=== design 1 ===
Design 1, nets reached from selected ports:
(8 px per µm)
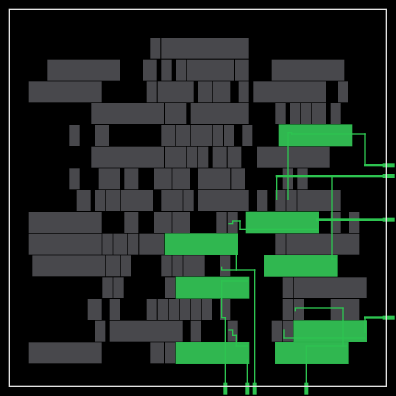

===== src/rtl/serial_pkg.sv =====
// serial_pkg: shared types and helpers for the serial link (receive and transmit sides).
// Holds the receiver state encoding and the even-parity helper both sides use.
package serial_pkg;

    // PARITY is only reached when the receiver is built with SERIAL_PARITY_EN.
    typedef enum logic [1:0] {
        IDLE   = 2'd0,
        DATA   = 2'd1,
        PARITY = 2'd2
    } serial_rx_state_t;

    // Widest word the parity helper accepts; narrower words are zero-extended,
    // which leaves the XOR reduction unchanged.
    localparam int SERIAL_PARITY_MAX_W = 64;

    // XOR reduction of a data word (even-parity bit for that word).
    function automatic logic serial_parity(input logic [SERIAL_PARITY_MAX_W-1:0] data);
        return ^data;
    endfunction

endpackage


===== src/rtl/serial_to_parallel.sv =====
// serial_to_parallel: MSB-first deserializer with frame-start alignment and a
// one-deep valid/ready holding register on the output.
// Optional feature: define SERIAL_PARITY_EN to expect an even-parity bit after
// each word and report the result on parity_error (constant 0 otherwise).
module serial_to_parallel
    import serial_pkg::*;
#(
    parameter int SIZE = 8
) (
    input  logic            clk,
    input  logic            rstn,
    input  logic            serial,
    input  logic            serial_valid,
    input  logic            frame_start,
    output logic [SIZE-1:0] parallel,
    output logic            parallel_valid,
    input  logic            parallel_ready,
    output logic            overrun,
    output logic            parity_error
);

    localparam int            CW       = $clog2(SIZE + 1);
    localparam logic [CW-1:0] ONE      = CW'(1);
    localparam logic [CW-1:0] LAST_BIT = CW'(SIZE - 1);

    serial_rx_state_t state_q, state_d;
    logic [SIZE-1:0]  shift_q, shift_d;
    logic [CW-1:0]    count_q, count_d;
    logic [SIZE-1:0]  parallel_q;
    logic             valid_q;
    logic             overrun_q;
    logic             perr_q;

    logic             complete;
    logic [SIZE-1:0]  word_d;
    logic             perr_d;

    // Next-state logic: bit assembly, counting, framing and word completion.
    always_comb begin
        state_d  = state_q;
        shift_d  = shift_q;
        count_d  = count_q;
        complete = 1'b0;
        word_d   = shift_q;
        perr_d   = 1'b0;

        if (serial_valid && frame_start) begin
            state_d = DATA;
            shift_d = {{(SIZE-1){1'b0}}, serial};
            count_d = ONE;
        end else if (serial_valid) begin
            case (state_q)
                IDLE: begin
                    count_d = '0;
                end
                DATA: begin
                    shift_d = {shift_q[SIZE-2:0], serial};
                    if (count_q == LAST_BIT) begin
`ifdef SERIAL_PARITY_EN
                        state_d = PARITY;
                        count_d = count_q + ONE;
`else
                        state_d  = IDLE;
                        count_d  = '0;
                        complete = 1'b1;
                        word_d   = {shift_q[SIZE-2:0], serial};
`endif
                    end else begin
                        count_d = count_q + ONE;
                    end
                end
`ifdef SERIAL_PARITY_EN
                PARITY: begin
                    state_d  = IDLE;
                    count_d  = '0;
                    complete = 1'b1;
                    word_d   = shift_q;
                    perr_d   = serial_parity(SERIAL_PARITY_MAX_W'(shift_q)) ^ serial;
                end
`endif
                default: begin
                    state_d = IDLE;
                    count_d = '0;
                end
            endcase
        end
    end

    // Receive state, shift register and bit counter.
    always_ff @(posedge clk or negedge rstn) begin
        if (!rstn) begin
            state_q <= IDLE;
            shift_q <= '0;
            count_q <= '0;
        end else begin
            state_q <= state_d;
            shift_q <= shift_d;
            count_q <= count_d;
        end
    end

    // Holding register: a completed word always wins over an accept on the same edge.
    always_ff @(posedge clk or negedge rstn) begin
        if (!rstn) begin
            parallel_q <= '0;
            valid_q    <= 1'b0;
            overrun_q  <= 1'b0;
            perr_q     <= 1'b0;
        end else if (complete) begin
            parallel_q <= word_d;
            valid_q    <= 1'b1;
            overrun_q  <= valid_q && !parallel_ready;
            perr_q     <= perr_d;
        end else begin
            overrun_q <= 1'b0;
            if (valid_q && parallel_ready) begin
                valid_q <= 1'b0;
            end
        end
    end

    assign parallel       = parallel_q;
    assign parallel_valid = valid_q;
    assign overrun        = overrun_q;
    assign parity_error   = perr_q;

endmodule

===== config.mk =====
export PLATFORM = sky130hd
export DESIGN_NAME = serial_to_parallel
export DESIGN_NICKNAME = d
export VERILOG_FILES = /design/src/rtl/serial_pkg.sv /design/src/rtl/serial_to_parallel.sv
export SDC_FILE = /design/constraint.sdc
export NUM_CORES = 1
export LEC_CHECK = 0
export ABC_AREA = 1
export CAP_MARGIN = 25
export CORE_MARGIN = 2
export CORE_UTILIZATION = 55
export CTS_CLUSTER_DIAMETER = 80
export CTS_CLUSTER_SIZE = 30
export DETAILED_ROUTE_END_ITERATION = 12
export DONT_BUFFER_PORTS = 1
export PLACE_DENSITY_LB_ADDON = 0.1
export SYNTH_ARGS = -nofsm -noshare
export SYNTH_HDL_FRONTEND = slang
export SYNTH_SLANG_ARGS = --single-unit

===== constraint.sdc =====
create_clock -name clk -period 1.5 [get_ports clk]
set_clock_uncertainty 0.1 [all_clocks]
set_input_delay 0.45 -clock clk [delete_from_list [all_inputs] [get_ports clk]]
set_output_delay 0.45 -clock clk [all_outputs]
set_load 0.01 [all_outputs]

=== design 2 ===
==> config.mk <==
export PLATFORM = sky130hd
export DESIGN_NAME = dice_roll_ctrl
export DESIGN_NICKNAME = d
export VERILOG_FILES = /design/src/rtl/dice_roll_ctrl.sv
export SDC_FILE = /design/constraint.sdc
export NUM_CORES = 1
export LEC_CHECK = 0
export ABC_AREA = 1
export CAP_MARGIN = 30
export CORE_MARGIN = 2
export CORE_UTILIZATION = 43
export CTS_CLUSTER_DIAMETER = 30
export DETAILED_ROUTE_END_ITERATION = 10
export PLACE_DENSITY = 0.71
export SLEW_MARGIN = 20
export SYNTH_ARGS = -nofsm -noshare
export SYNTH_HDL_FRONTEND = slang
export SYNTH_SLANG_ARGS = --single-unit
==> constraint.sdc <==
create_clock -name clk -period 1.1 [get_ports clk]
set_clock_uncertainty 0.15 [all_clocks]
set_input_delay 0.22 -clock clk [delete_from_list [all_inputs] [get_ports clk]]
set_output_delay 0.22 -clock clk [all_outputs]
set_load 0.02 [all_outputs]
==> src/rtl/dice_roll_ctrl.sv <==
// Roll animation controller: samples the 1..6 dice stream during a timed
// roll, freezes the final face and offers it downstream via valid/ready.
// Optional per-face roll histogram is enabled by defining DICE_HIST_EN.
module dice_roll_ctrl #(
    parameter int ANIM_CYCLES = 16,
    parameter int TICK_DIV    = 4,
    parameter int HIST_W      = 8
) (
    input  logic       clk,
    input  logic       rst,
    input  logic       roll_req,
    input  logic [2:0] numero_in,
    output logic [2:0] dado_out,
    output logic       dado_valid,
    input  logic       dado_ready,
    output logic       rolling,
    output logic       err_range
`ifdef DICE_HIST_EN
    ,
    output logic [6*HIST_W-1:0] hist_flat
`endif
);

    localparam int AW = $clog2(ANIM_CYCLES + 1);
    localparam int DW = (TICK_DIV > 1) ? $clog2(TICK_DIV) : 1;
    localparam logic [AW-1:0] ANIM_LD = AW'(ANIM_CYCLES);
    localparam logic [DW-1:0] DIV_TOP = DW'(TICK_DIV - 1);

    typedef enum logic [1:0] {
        S_IDLE = 2'd0,
        S_ROLL = 2'd1,
        S_HOLD = 2'd2
    } state_t;

    state_t          r_state;
    state_t          w_next;
    logic            r_req_q;
    logic [AW-1:0]   r_anim_cnt;
    logic [DW-1:0]   r_div_cnt;
    logic [2:0]      r_dado;
    logic            r_err;

    logic            w_start;
    logic            w_tick;
    logic            w_final;
    logic            w_bad;
    logic [2:0]      w_sample;

    // Rising edge of the (level) roll button
    assign w_start  = roll_req & ~r_req_q;
    assign w_tick   = (r_state == S_ROLL) && (r_div_cnt == DIV_TOP);
    assign w_final  = w_tick && (r_anim_cnt == AW'(1));
    assign w_bad    = (numero_in == 3'd0) || (numero_in == 3'd7);
    assign w_sample = w_bad ? 3'd1 : numero_in;

    assign dado_out  = r_dado;
    assign err_range = r_err;

    // State register
    always_ff @(posedge clk or posedge rst) begin
        if (rst) begin
            r_state <= S_IDLE;
        end else begin
            r_state <= w_next;
        end
    end

    // Next-state logic: start only honoured in IDLE, ready only in HOLD
    always_comb begin
        w_next = r_state;
        case (r_state)
            S_IDLE: if (w_start) w_next = S_ROLL;
            S_ROLL: if (w_final) w_next = S_HOLD;
            S_HOLD: if (dado_ready) w_next = S_IDLE;
            default: w_next = S_IDLE;
        endcase
    end

    // Status outputs decoded from the current state
    always_comb begin
        rolling    = 1'b0;
        dado_valid = 1'b0;
        case (r_state)
            S_ROLL:  rolling    = 1'b1;
            S_HOLD:  dado_valid = 1'b1;
            default: ;
        endcase
    end

    // Edge detector, animation counters, displayed face and error pulse
    always_ff @(posedge clk or posedge rst) begin
        if (rst) begin
            r_req_q    <= 1'b0;
            r_anim_cnt <= '0;
            r_div_cnt  <= '0;
            r_dado     <= 3'd0;
            r_err      <= 1'b0;
        end else begin
            r_req_q <= roll_req;
            r_err   <= w_tick & w_bad;
            if ((r_state == S_IDLE) && w_start) begin
                r_anim_cnt <= ANIM_LD;
                r_div_cnt  <= '0;
            end else if (r_state == S_ROLL) begin
                if (w_tick) begin
                    r_div_cnt  <= '0;
                    r_anim_cnt <= r_anim_cnt - AW'(1);
                    r_dado     <= w_sample;
                end else begin
                    r_div_cnt <= r_div_cnt + DW'(1);
                end
            end
        end
    end

`ifdef DICE_HIST_EN
    logic [HIST_W-1:0] r_hist [6];

    // Saturating per-face count of final faces
    always_ff @(posedge clk or posedge rst) begin
        if (rst) begin
            for (int f = 0; f < 6; f++) begin
                r_hist[f] <= '0;
            end
        end else begin
            for (int f = 0; f < 6; f++) begin
                if (w_final && (w_sample == 3'(f + 1)) &&
                    (r_hist[f] != {HIST_W{1'b1}})) begin
                    r_hist[f] <= r_hist[f] + HIST_W'(1);
                end
            end
        end
    end

    for (genvar g = 0; g < 6; g++) begin : g_hist
        assign hist_flat[(g+1)*HIST_W-1 -: HIST_W] = r_hist[g];
    end
`endif

endmodule

=== design 3 ===
**src/rtl/pattern_gen_check.sv**
```systemverilog
`default_nettype none
// ============================================================================
// Module      : pattern_gen_check
// Description : Loopback stimulus generator and response checker. Drives a
//               counter or Galois-LFSR word stream on data_out and compares
//               data_in against the same stream delayed by LATENCY cycles,
//               counting mismatches and recording the first failing index.
// Revision    : 1.0 - initial release
// ============================================================================
module pattern_gen_check #(
  parameter int               WIDTH     = 8,
  parameter int               NUM_WORDS = 16,
  parameter int               LATENCY   = 1,
  parameter int               MODE      = 0,
  parameter logic [WIDTH-1:0] SEED      = WIDTH'(1),
  parameter logic [WIDTH-1:0] POLY      = WIDTH'(8'hB8),
  parameter int               ERR_W     = 8,
  localparam int              IDX_W     = $clog2(NUM_WORDS)
) (
  input  logic             clk,
  input  logic             rst,
  input  logic             start,
  output logic [WIDTH-1:0] data_out,
  output logic             valid_out,
  input  logic [WIDTH-1:0] data_in,
  output logic             busy,
  output logic             done,
  output logic [ERR_W-1:0] err_count,
  output logic             first_err_valid,
  output logic [IDX_W-1:0] first_err_idx
);

  // An all-zero LFSR state would lock up, so a zero seed becomes 1 in LFSR mode.
  localparam logic [WIDTH-1:0] c_seed_eff = ((MODE == 1) && (SEED == '0)) ? WIDTH'(1) : SEED;
  localparam logic [IDX_W-1:0] c_last_idx = IDX_W'(NUM_WORDS - 1);
  localparam logic [ERR_W-1:0] c_err_max  = '1;

  typedef enum logic [1:0] {
    S_IDLE  = 2'd0,
    S_RUN   = 2'd1,
    S_DRAIN = 2'd2,
    S_DONE  = 2'd3
  } state_t;

  state_t             r_state;
  state_t             w_state_nxt;
  logic               w_start_run;
  logic [WIDTH-1:0]   w_next_word;
  logic [IDX_W-1:0]   r_idx;

  // Expected pipeline; element 0 is the first stage, LATENCY-1 the compare stage.
  logic [LATENCY-1:0] r_pipe_vld;
  logic [WIDTH-1:0]   r_pipe_word [LATENCY];
  logic [IDX_W-1:0]   r_pipe_idx  [LATENCY];

  logic               w_mismatch;

  // State register.
  always_ff @(posedge clk or posedge rst) begin
    if (rst) begin
      r_state <= S_IDLE;
    end else begin
      r_state <= w_state_nxt;
    end
  end

  // Next-state decode; start is only honoured while idle or finished.
  always_comb begin
    w_state_nxt = r_state;
    w_start_run = 1'b0;
    case (r_state)
      S_IDLE, S_DONE: begin
        if (start) begin
          w_state_nxt = S_RUN;
          w_start_run = 1'b1;
        end
      end
      S_RUN: begin
        if (r_idx == c_last_idx) begin
          w_state_nxt = S_DRAIN;
        end
      end
      S_DRAIN: begin
        if (r_pipe_vld == '0) begin
          w_state_nxt = S_DONE;
        end
      end
      default: begin
        w_state_nxt = S_IDLE;
      end
    endcase
  end

  // Successor of the word currently on data_out.
  always_comb begin
    w_next_word = data_out + WIDTH'(1);
    if (MODE == 1) begin
      w_next_word = (data_out >> 1) ^ (data_out[0] ? POLY : '0);
    end
  end

  // Word generator: data_out doubles as the generator register and holds its
  // final word once the run has been emitted.
  always_ff @(posedge clk or posedge rst) begin
    if (rst) begin
      data_out  <= '0;
      valid_out <= 1'b0;
      r_idx     <= '0;
    end else if (w_start_run) begin
      data_out  <= c_seed_eff;
      valid_out <= 1'b1;
      r_idx     <= '0;
    end else if (r_state == S_RUN) begin
      if (r_idx == c_last_idx) begin
        valid_out <= 1'b0;
      end else begin
        data_out  <= w_next_word;
        valid_out <= 1'b1;
        r_idx     <= r_idx + IDX_W'(1);
      end
    end
  end

  // Expected-word delay line, flushed at the start of every run.
  always_ff @(posedge clk or posedge rst) begin
    if (rst) begin
      r_pipe_vld <= '0;
      for (int i = 0; i < LATENCY; i++) begin
        r_pipe_word[i] <= '0;
        r_pipe_idx[i]  <= '0;
      end
    end else begin
      for (int i = LATENCY - 1; i > 0; i--) begin
        r_pipe_word[i] <= r_pipe_word[i-1];
        r_pipe_idx[i]  <= r_pipe_idx[i-1];
      end
      r_pipe_word[0] <= data_out;
      r_pipe_idx[0]  <= r_idx;
      if (w_start_run) begin
        r_pipe_vld <= '0;
      end else begin
        for (int i = LATENCY - 1; i > 0; i--) begin
          r_pipe_vld[i] <= r_pipe_vld[i-1];
        end
        r_pipe_vld[0] <= valid_out;
      end
    end
  end

  assign w_mismatch = r_pipe_vld[LATENCY-1] && (data_in != r_pipe_word[LATENCY-1]);

  // Error bookkeeping: saturating count plus sticky first-failure index.
  always_ff @(posedge clk or posedge rst) begin
    if (rst) begin
      err_count       <= '0;
      first_err_valid <= 1'b0;
      first_err_idx   <= '0;
    end else if (w_start_run) begin
      err_count       <= '0;
      first_err_valid <= 1'b0;
      first_err_idx   <= '0;
    end else if (w_mismatch) begin
      if (err_count != c_err_max) begin
        err_count <= err_count + ERR_W'(1);
      end
      if (!first_err_valid) begin
        first_err_valid <= 1'b1;
        first_err_idx   <= r_pipe_idx[LATENCY-1];
      end
    end
  end

  // Registered status flags, decoded from the upcoming state.
  always_ff @(posedge clk or posedge rst) begin
    if (rst) begin
      busy <= 1'b0;
      done <= 1'b0;
    end else begin
      busy <= (w_state_nxt == S_RUN) || (w_state_nxt == S_DRAIN);
      done <= (w_state_nxt == S_DONE);
    end
  end

endmodule
`default_nettype wire
```
**config.mk**
```make
export PLATFORM = sky130hd
export DESIGN_NAME = pattern_gen_check
export DESIGN_NICKNAME = d
export VERILOG_FILES = /design/src/rtl/pattern_gen_check.sv
export SDC_FILE = /design/constraint.sdc
export NUM_CORES = 1
export LEC_CHECK = 0
export ABC_AREA = 1
export ABC_CLOCK_PERIOD_IN_PS = 2400
export CAP_MARGIN = 10
export CORE_ASPECT_RATIO = 2
export CORE_MARGIN = 2
export CORE_UTILIZATION = 45
export CTS_CLUSTER_SIZE = 12
export DETAILED_ROUTE_END_ITERATION = 16
export GPL_TIMING_DRIVEN = 0
export PLACE_DENSITY = 0.76
export SYNTH_ARGS = -nofsm -noshare
export SYNTH_HDL_FRONTEND = slang
export SYNTH_SLANG_ARGS = --single-unit
```
**constraint.sdc**
```tcl
create_clock -name clk -period 2.4 [get_ports clk]
set_clock_uncertainty 0.05 [all_clocks]
set_input_delay 0.24 -clock clk [delete_from_list [all_inputs] [get_ports clk]]
set_output_delay 0.24 -clock clk [all_outputs]
set_load 0.02 [all_outputs]
```
Design 3, clock nets:
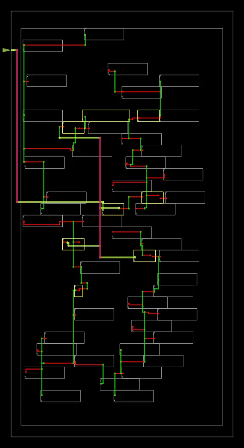
clock group total power: 0.000570 W
CLK BUF: 6
Skew-Pair Late Insertion Delay: 0.29 ns

==> flow_summary.json, design 3 <==
{
  "fp_util_pct": 47.0,
  "die-height_um": 99.2,
  "fin_crit_sh_pct": 73.3,
  "wl_met1_um": 1510,
  "status": "finished, final reports clean",
  "antenna_found_initial": 0,
  "ys_cells": 239,
  "synthArstFlopShare_pct": 100,
  "wl_um": 3970,
  "met3_length_um": 133,
  "sh_seq_area_pct": 42.0,
  "synthFlopType": "dfrtp_1",
  "cts_buffer_depth": 2,
  "placed_area_mm2": 0.00245,
  "cts_hold_buf": 0,
  "grt_pass1_wl_um": 7210,
  "port_buffers": 34,
  "p_comb_share_pct": 24.2
}
design 3: critical path: cells and delay by family (launching register included):
| kind | cells | cell delay (ns) |
|---|---|---|
| simple gates | 1 | 0.20 |
| flops | 1 | 0.38 |
| fa+ha+maj | 2 | 0.62 |
| buf+inv | 1 | 0.05 |
| compound gates | 3 | 0.34 |
design 3: sequential cells by signal, summed over array words and instances, names as in the netlist:
signal / cells
valid_out: 1
done: 1
r_state: 2
first_err_idx: 4
r_idx: 4
err_count: 8
r_pipe_vld: 1
r_pipe_word: 8
busy: 1
r_pipe_idx: 4
first_err_valid: 1
data_out: 8
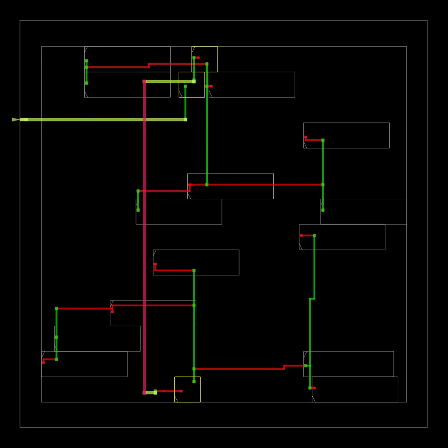
Design 2: clock nets
CTS sink cnt: 14
Skew-Pair Late Insertion Delay: 0.29 ns
cts bufs inserted: 3
flop count: 14

==> flow_summary.json, design 2 <==
{
  "taps": 16,
  "ys_top_cells_by_area": "dfrtp_1 52%, nand2_1 13%, inv_1 6.1%",
  "final_area_mm2": 0.00116,
  "violations": "negative setup slack",
  "n_all_inverters": 11,
  "grt_max_degree": 15,
  "fin_ws_ns": -0.299,
  "synth_top_area_share_pct": 51.9,
  "syn_area_um2": 674,
  "path_clk_slew_ns": 0.08,
  "regToRegStartpoint": "r_state[1]$_DFFE_PP0P_",
  "setup_viol": 19,
  "p_leak_nw": 0.562,
  "reg2reg_depth": 6,
  "layout_top_cells": "18 x nand2_1, 13 x dfrtp_1, 12 x buf_6, 12 x buf_4",
  "finalPower_w": 0.00305,
  "met3_length_um": 81,
  "status": "complete, but fails checks",
  "ys_cells": 81
}
design 2: synth_stat cells (all sizes together):
cell   number
a21oi       2
xor2        1
nand2      23
ha          3
dfrtp      14
buf         1
nand3       9
or2         1
o21ai       7
nor2        8
inv        11
o22ai       1
design 2: flip-flops by register name (all words and copies together), names as in the netlist:
name and count:
r_state 2, r_div_cnt 2, dado_out 3, err_range 1
r_req_q 1, r_anim_cnt 5
design 2: per-layer routing:
layer  vias up  track usage (%)
li1        328                -
met1       327             24.9
met2        18             34.7
met3         4             3.33
met4         0             11.5
met5         -                0
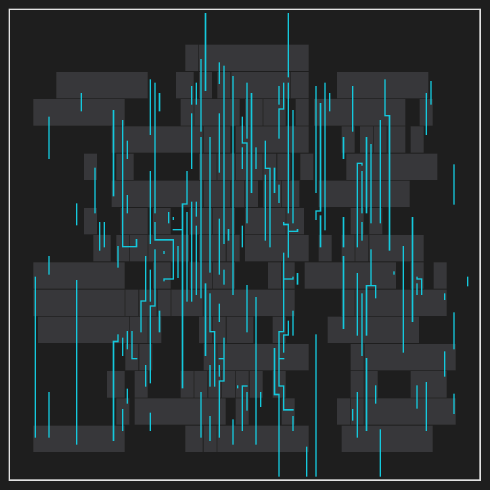
Design 1: met2 routing
(10 px per µm)
longest straight run = 21.8 µm
nets with wire on the layer = 84
main direction = vertical
wire length on this layer = 766 µm
share of all routed wire = 43%

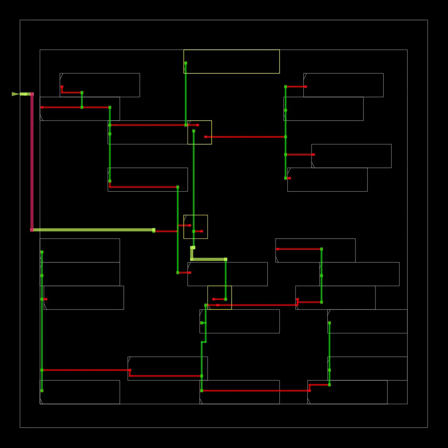
Design 1: clock nets
cts bufs inserted: 3
CLK BUF: 3

## Picture notes: 'nets reached from selected ports' of design 1
green -> parallel  # bits 8, direction output, edge 4 right, 4 bottom, end cells 8, buffers 0, wire 152 µm

==> flow_summary.json, design 1 <==
{
  "hp-start": "serial_valid",
  "seqPwrFrac_pct": 54.4,
  "grt.total_usage_pct": 19.1,
  "syn2layout_area_growth_pct": 9.12,
  "routed-wl-met2_um": 766,
  "firstDrtPassIters": 4,
  "placed_area_mm2": 0.00103,
  "final_layout_top_logic_cell": "nand2_1",
  "setup_viol": 0,
  "fin_nets": 124,
  "fp_util_pct": 58.8,
  "comb_area_share_pct": 35.6,
  "min_period_ns": 1.39,
  "largest_reg_flops": 8,
  "crit_end": "parallel[2]$_DFFE_PN0P_",
  "status": "finished, final reports clean",
  "regToRegStartpoint": "count_q[0]$_DFFE_PN0P_",
  "drcViolationCount": 0
}
==> design 1: worst max-delay path, stage by stage, from the launching register on <==
cell and delay (ns):
dfrtp_1 0.41, ha_1 0.21, nand2_2 0.13, nor2_8 0.16
nand3_4 0.14, nand2_1 0.10, nand2_1 0.05
==> design 1: per-stage QoR <==
stage / total power [W] / utilization (%)
2_1_floorplan: 0.000854 / -
3_3_place_gp: 0.000880 / 59.5
3_5_place_dp: 0.000884 / 59.5
4_1_cts: 0.00135 / 63.1
5_1_grt: 0.00141 / 64.1
6_report: 0.00134 / 64.1

## Gallery

Clock distribution.
(a)
(10 px per µm)
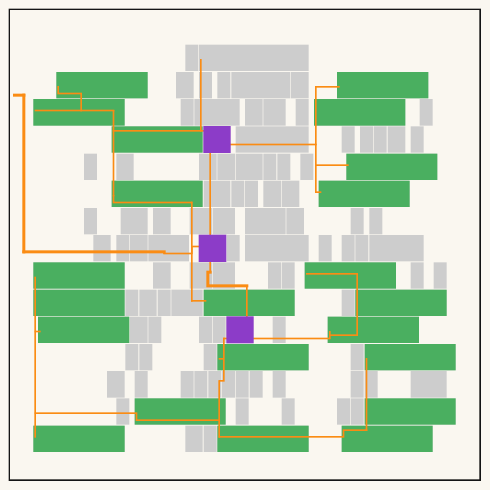
(b)
(12 px per µm)
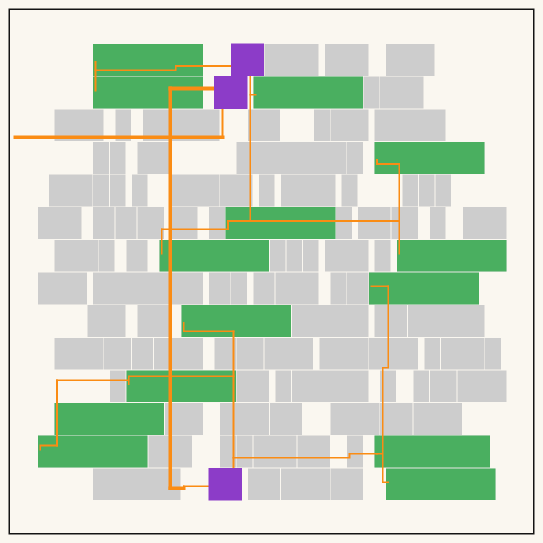
(c)
(6 px per µm)
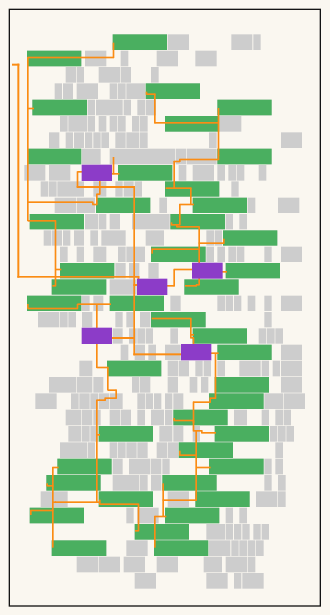
- fewest sequential cells: (b)
- most sequential cells: (c)
design 3: (c)
design 1: (a)
design 2: (b)


=== design 4 ===
### config.mk
export PLATFORM = sky130hd
export DESIGN_NAME = st_symbol_packer
export DESIGN_NICKNAME = d
export VERILOG_FILES = /design/src/rtl/st_symbol_packer.sv
export SDC_FILE = /design/constraint.sdc
export NUM_CORES = 1
export LEC_CHECK = 0
export ABC_AREA = 0
export CAP_MARGIN = 30
export CORE_MARGIN = 10
export CORE_UTILIZATION = 49
export DETAILED_ROUTE_END_ITERATION = 10
export HOLD_SLACK_MARGIN = 0.05
export PLACE_DENSITY = 0.76
export SYNTH_ARGS = -nofsm -noshare
export SYNTH_HDL_FRONTEND = slang
export SYNTH_SLANG_ARGS = --single-unit
### constraint.sdc
create_clock -name clk -period 2 [get_ports clk]
set_input_delay 0.4 -clock clk [delete_from_list [all_inputs] [get_ports clk]]
set_output_delay 0.4 -clock clk [all_outputs]
set_load 0.01 [all_outputs]
### src/rtl/st_symbol_packer.sv
// Avalon-ST narrow-to-wide adapter: packs symbols into wide beats, carrying SOP/EOP
// through and generating the empty count on the final beat of a packet.
module st_symbol_packer #(
   parameter int unsigned SYMBOL_WIDTH     = 8,
   parameter int unsigned SYMBOLS_PER_BEAT = 4,
   parameter int unsigned EMPTY_WIDTH      = 2
) (
   input  logic                                     clk,
   input  logic                                     reset_n,
   input  logic [SYMBOL_WIDTH-1:0]                  in_data,
   input  logic                                     in_valid,
   output logic                                     in_ready,
   input  logic                                     in_startofpacket,
   input  logic                                     in_endofpacket,
   output logic [SYMBOL_WIDTH*SYMBOLS_PER_BEAT-1:0] out_data,
   output logic                                     out_valid,
   input  logic                                     out_ready,
   output logic                                     out_startofpacket,
   output logic                                     out_endofpacket,
   output logic [EMPTY_WIDTH-1:0]                   out_empty
);

   localparam int unsigned BeatWidth = SYMBOL_WIDTH * SYMBOLS_PER_BEAT;
   localparam logic [EMPTY_WIDTH-1:0] LastLane = EMPTY_WIDTH'(SYMBOLS_PER_BEAT - 1);

   logic [BeatWidth-1:0]   acc_q, acc_d, acc_wr;
   logic [EMPTY_WIDTH-1:0] count_q, count_d, lane;
   logic                   in_packet_q, in_packet_d;
   logic                   sop_pending_q, sop_pending_d;
   logic                   ready_en_q;
   logic [BeatWidth-1:0]   out_data_q, out_data_d;
   logic                   out_valid_q, out_valid_d;
   logic                   out_sop_q, out_sop_d;
   logic                   out_eop_q, out_eop_d;
   logic [EMPTY_WIDTH-1:0] out_empty_q, out_empty_d;
   logic                   accept, in_pkt, commit;

   assign in_ready = ready_en_q & (~out_valid_q | out_ready);
   assign accept   = in_valid & in_ready;
   assign in_pkt   = in_startofpacket | in_packet_q;
   assign commit   = accept & in_pkt & ((lane == LastLane) | in_endofpacket);

   always_comb begin
      // An SOP restarts at lane 0 and drops any partial accumulation.
      lane   = in_startofpacket ? '0 : count_q;
      acc_wr = in_startofpacket ? '0 : acc_q;
      for (int unsigned k = 0; k < SYMBOLS_PER_BEAT; k++) begin
         if (lane == EMPTY_WIDTH'(k)) begin
            acc_wr[BeatWidth-1-SYMBOL_WIDTH*k -: SYMBOL_WIDTH] = in_data;
         end
      end
   end

   always_comb begin
      acc_d         = acc_q;
      count_d       = count_q;
      in_packet_d   = in_packet_q;
      sop_pending_d = sop_pending_q;
      out_data_d    = out_data_q;
      out_valid_d   = out_valid_q;
      out_sop_d     = out_sop_q;
      out_eop_d     = out_eop_q;
      out_empty_d   = out_empty_q;
      if (accept && in_pkt) begin
         if (commit) begin
            acc_d         = '0;
            count_d       = '0;
            sop_pending_d = 1'b0;
            in_packet_d   = ~in_endofpacket;
         end else begin
            acc_d         = acc_wr;
            count_d       = lane + 1'b1;
            sop_pending_d = sop_pending_q | in_startofpacket;
            in_packet_d   = 1'b1;
         end
      end
      if (commit) begin
         out_data_d  = acc_wr;
         out_valid_d = 1'b1;
         out_sop_d   = sop_pending_q | in_startofpacket;
         out_eop_d   = in_endofpacket;
         out_empty_d = in_endofpacket ? LastLane - lane : '0;
      end else if (out_ready) begin
         out_valid_d = 1'b0;
      end
   end

   always_ff @(posedge clk or negedge reset_n) begin
      if (!reset_n) begin
         acc_q         <= '0;
         count_q       <= '0;
         in_packet_q   <= 1'b0;
         sop_pending_q <= 1'b0;
         ready_en_q    <= 1'b0;
         out_data_q    <= '0;
         out_valid_q   <= 1'b0;
         out_sop_q     <= 1'b0;
         out_eop_q     <= 1'b0;
         out_empty_q   <= '0;
      end else begin
         acc_q         <= acc_d;
         count_q       <= count_d;
         in_packet_q   <= in_packet_d;
         sop_pending_q <= sop_pending_d;
         ready_en_q    <= 1'b1;
         out_data_q    <= out_data_d;
         out_valid_q   <= out_valid_d;
         out_sop_q     <= out_sop_d;
         out_eop_q     <= out_eop_d;
         out_empty_q   <= out_empty_d;
      end
   end

   assign out_data          = out_data_q;
   assign out_valid         = out_valid_q;
   assign out_startofpacket = out_sop_q;
   assign out_endofpacket   = out_eop_q;
   assign out_empty         = out_empty_q;

endmodule
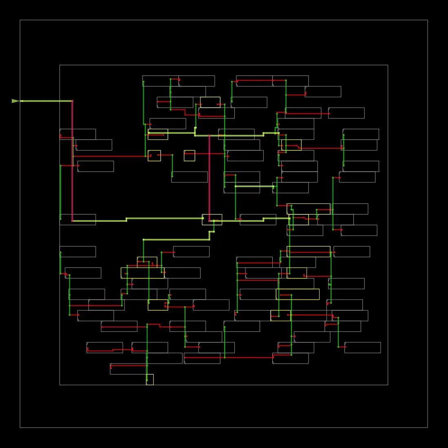
Design 4: clock nets
CLK BUF: 9
clk_skew: 0.00682 ns
flop count: 74
CTS sink cnt: 74
cts bufs inserted: 9

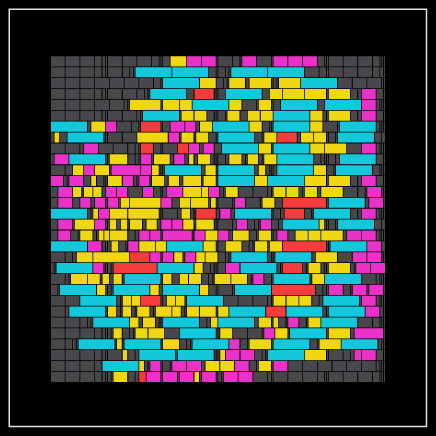
Design 4: placed cells, one color a class
(4 px per µm) Fill, decap, tap and diode cells in gray.
red -> clock drivers and dummy loads  # cells 16, share of their area 5.9%
yellow -> remaining logic cells  # cells 164, share of their area 34%
cyan -> registers  # cells 74, share of their area 41%
magenta -> remaining buffers and delay cells  # cells 97, share of their area 20%

==> flow_summary.json <==
{
  "crit_end": "acc_q[18]$_DFFE_PN0P_",
  "power.density_mw_per_mm2": 1040,
  "p_switching_w": 0.00129,
  "p_leak_nw": 2.09,
  "port_buffers": 51,
  "cts_root_buffer": "clkbuf_8",
  "tns_ns": 0,
  "layout-drive-gt1-share_pct": 31.9,
  "syn_area_mm2": 0.00345,
  "layout_top_cells": "74 x dfrtp_1, 48 x clkdlybuf4s50_1, 46 x a22o_1",
  "crit_path_start": "count_q[1]$_DFFE_PN0P_",
  "logic_area_mm2": 0.00150,
  "chip_area_mm2": 0.0108,
  "fp.coreArea_mm2": 0.00683,
  "logic_gate_count": 158,
  "ys_chip_area_mm2": 0.00345,
  "cts_buffer_depth": 2,
  "buf_share_pct": 19.1,
  "status": "finished, final reports clean",
  "most_common_cell": "dfrtp_1",
  "syn_nets": 273
}
state kept, by name (all words and copies together) (netlist names):
register	flops
out_empty	2
sop_pending_q	1
ready_en_q	1
out_endofpacket	1
acc_q	32
out_valid	1
count_q	2
out_startofpacket	1
in_packet_q	1
out_data	32
layer usage:
| metal | vias up | GRT usage, % | share of wire [%] |
|---|---|---|---|
| met5 | - | 0 | 0 |
| met4 | 0 | 5.86 | 1.5 |
| met3 | 8 | 4.65 | 6.5 |
| met2 | 79 | 24.4 | 48 |
| met1 | 1271 | 19.3 | 44 |
| li1 | 1163 | - | - |


## Gallery

Placed cells, one color a class.
panel A
(8 px per µm) Fill, decap, tap and diode cells in gray.
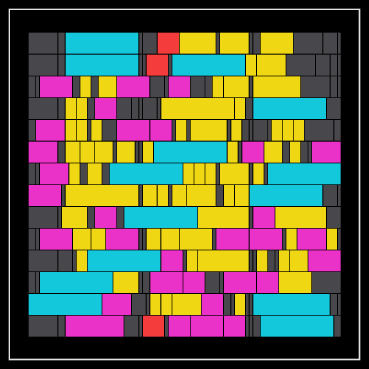
panel B
(4 px per µm) Fill, decap, tap and diode cells in gray.
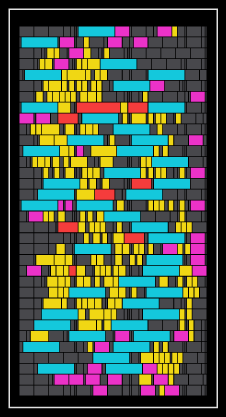
panel C
(8 px per µm) Fill, decap, tap and diode cells in gray.
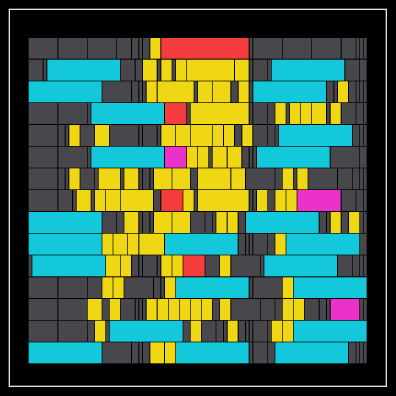
| picture | from |
|---|---|
| panel A | design 2 |
| panel C | design 1 |
| panel B | design 3 |
Of these, largest die: panel B
Of these, fewest sequential cells: panel A

No activity file was given, so power comes from the tool's default toggle rates.
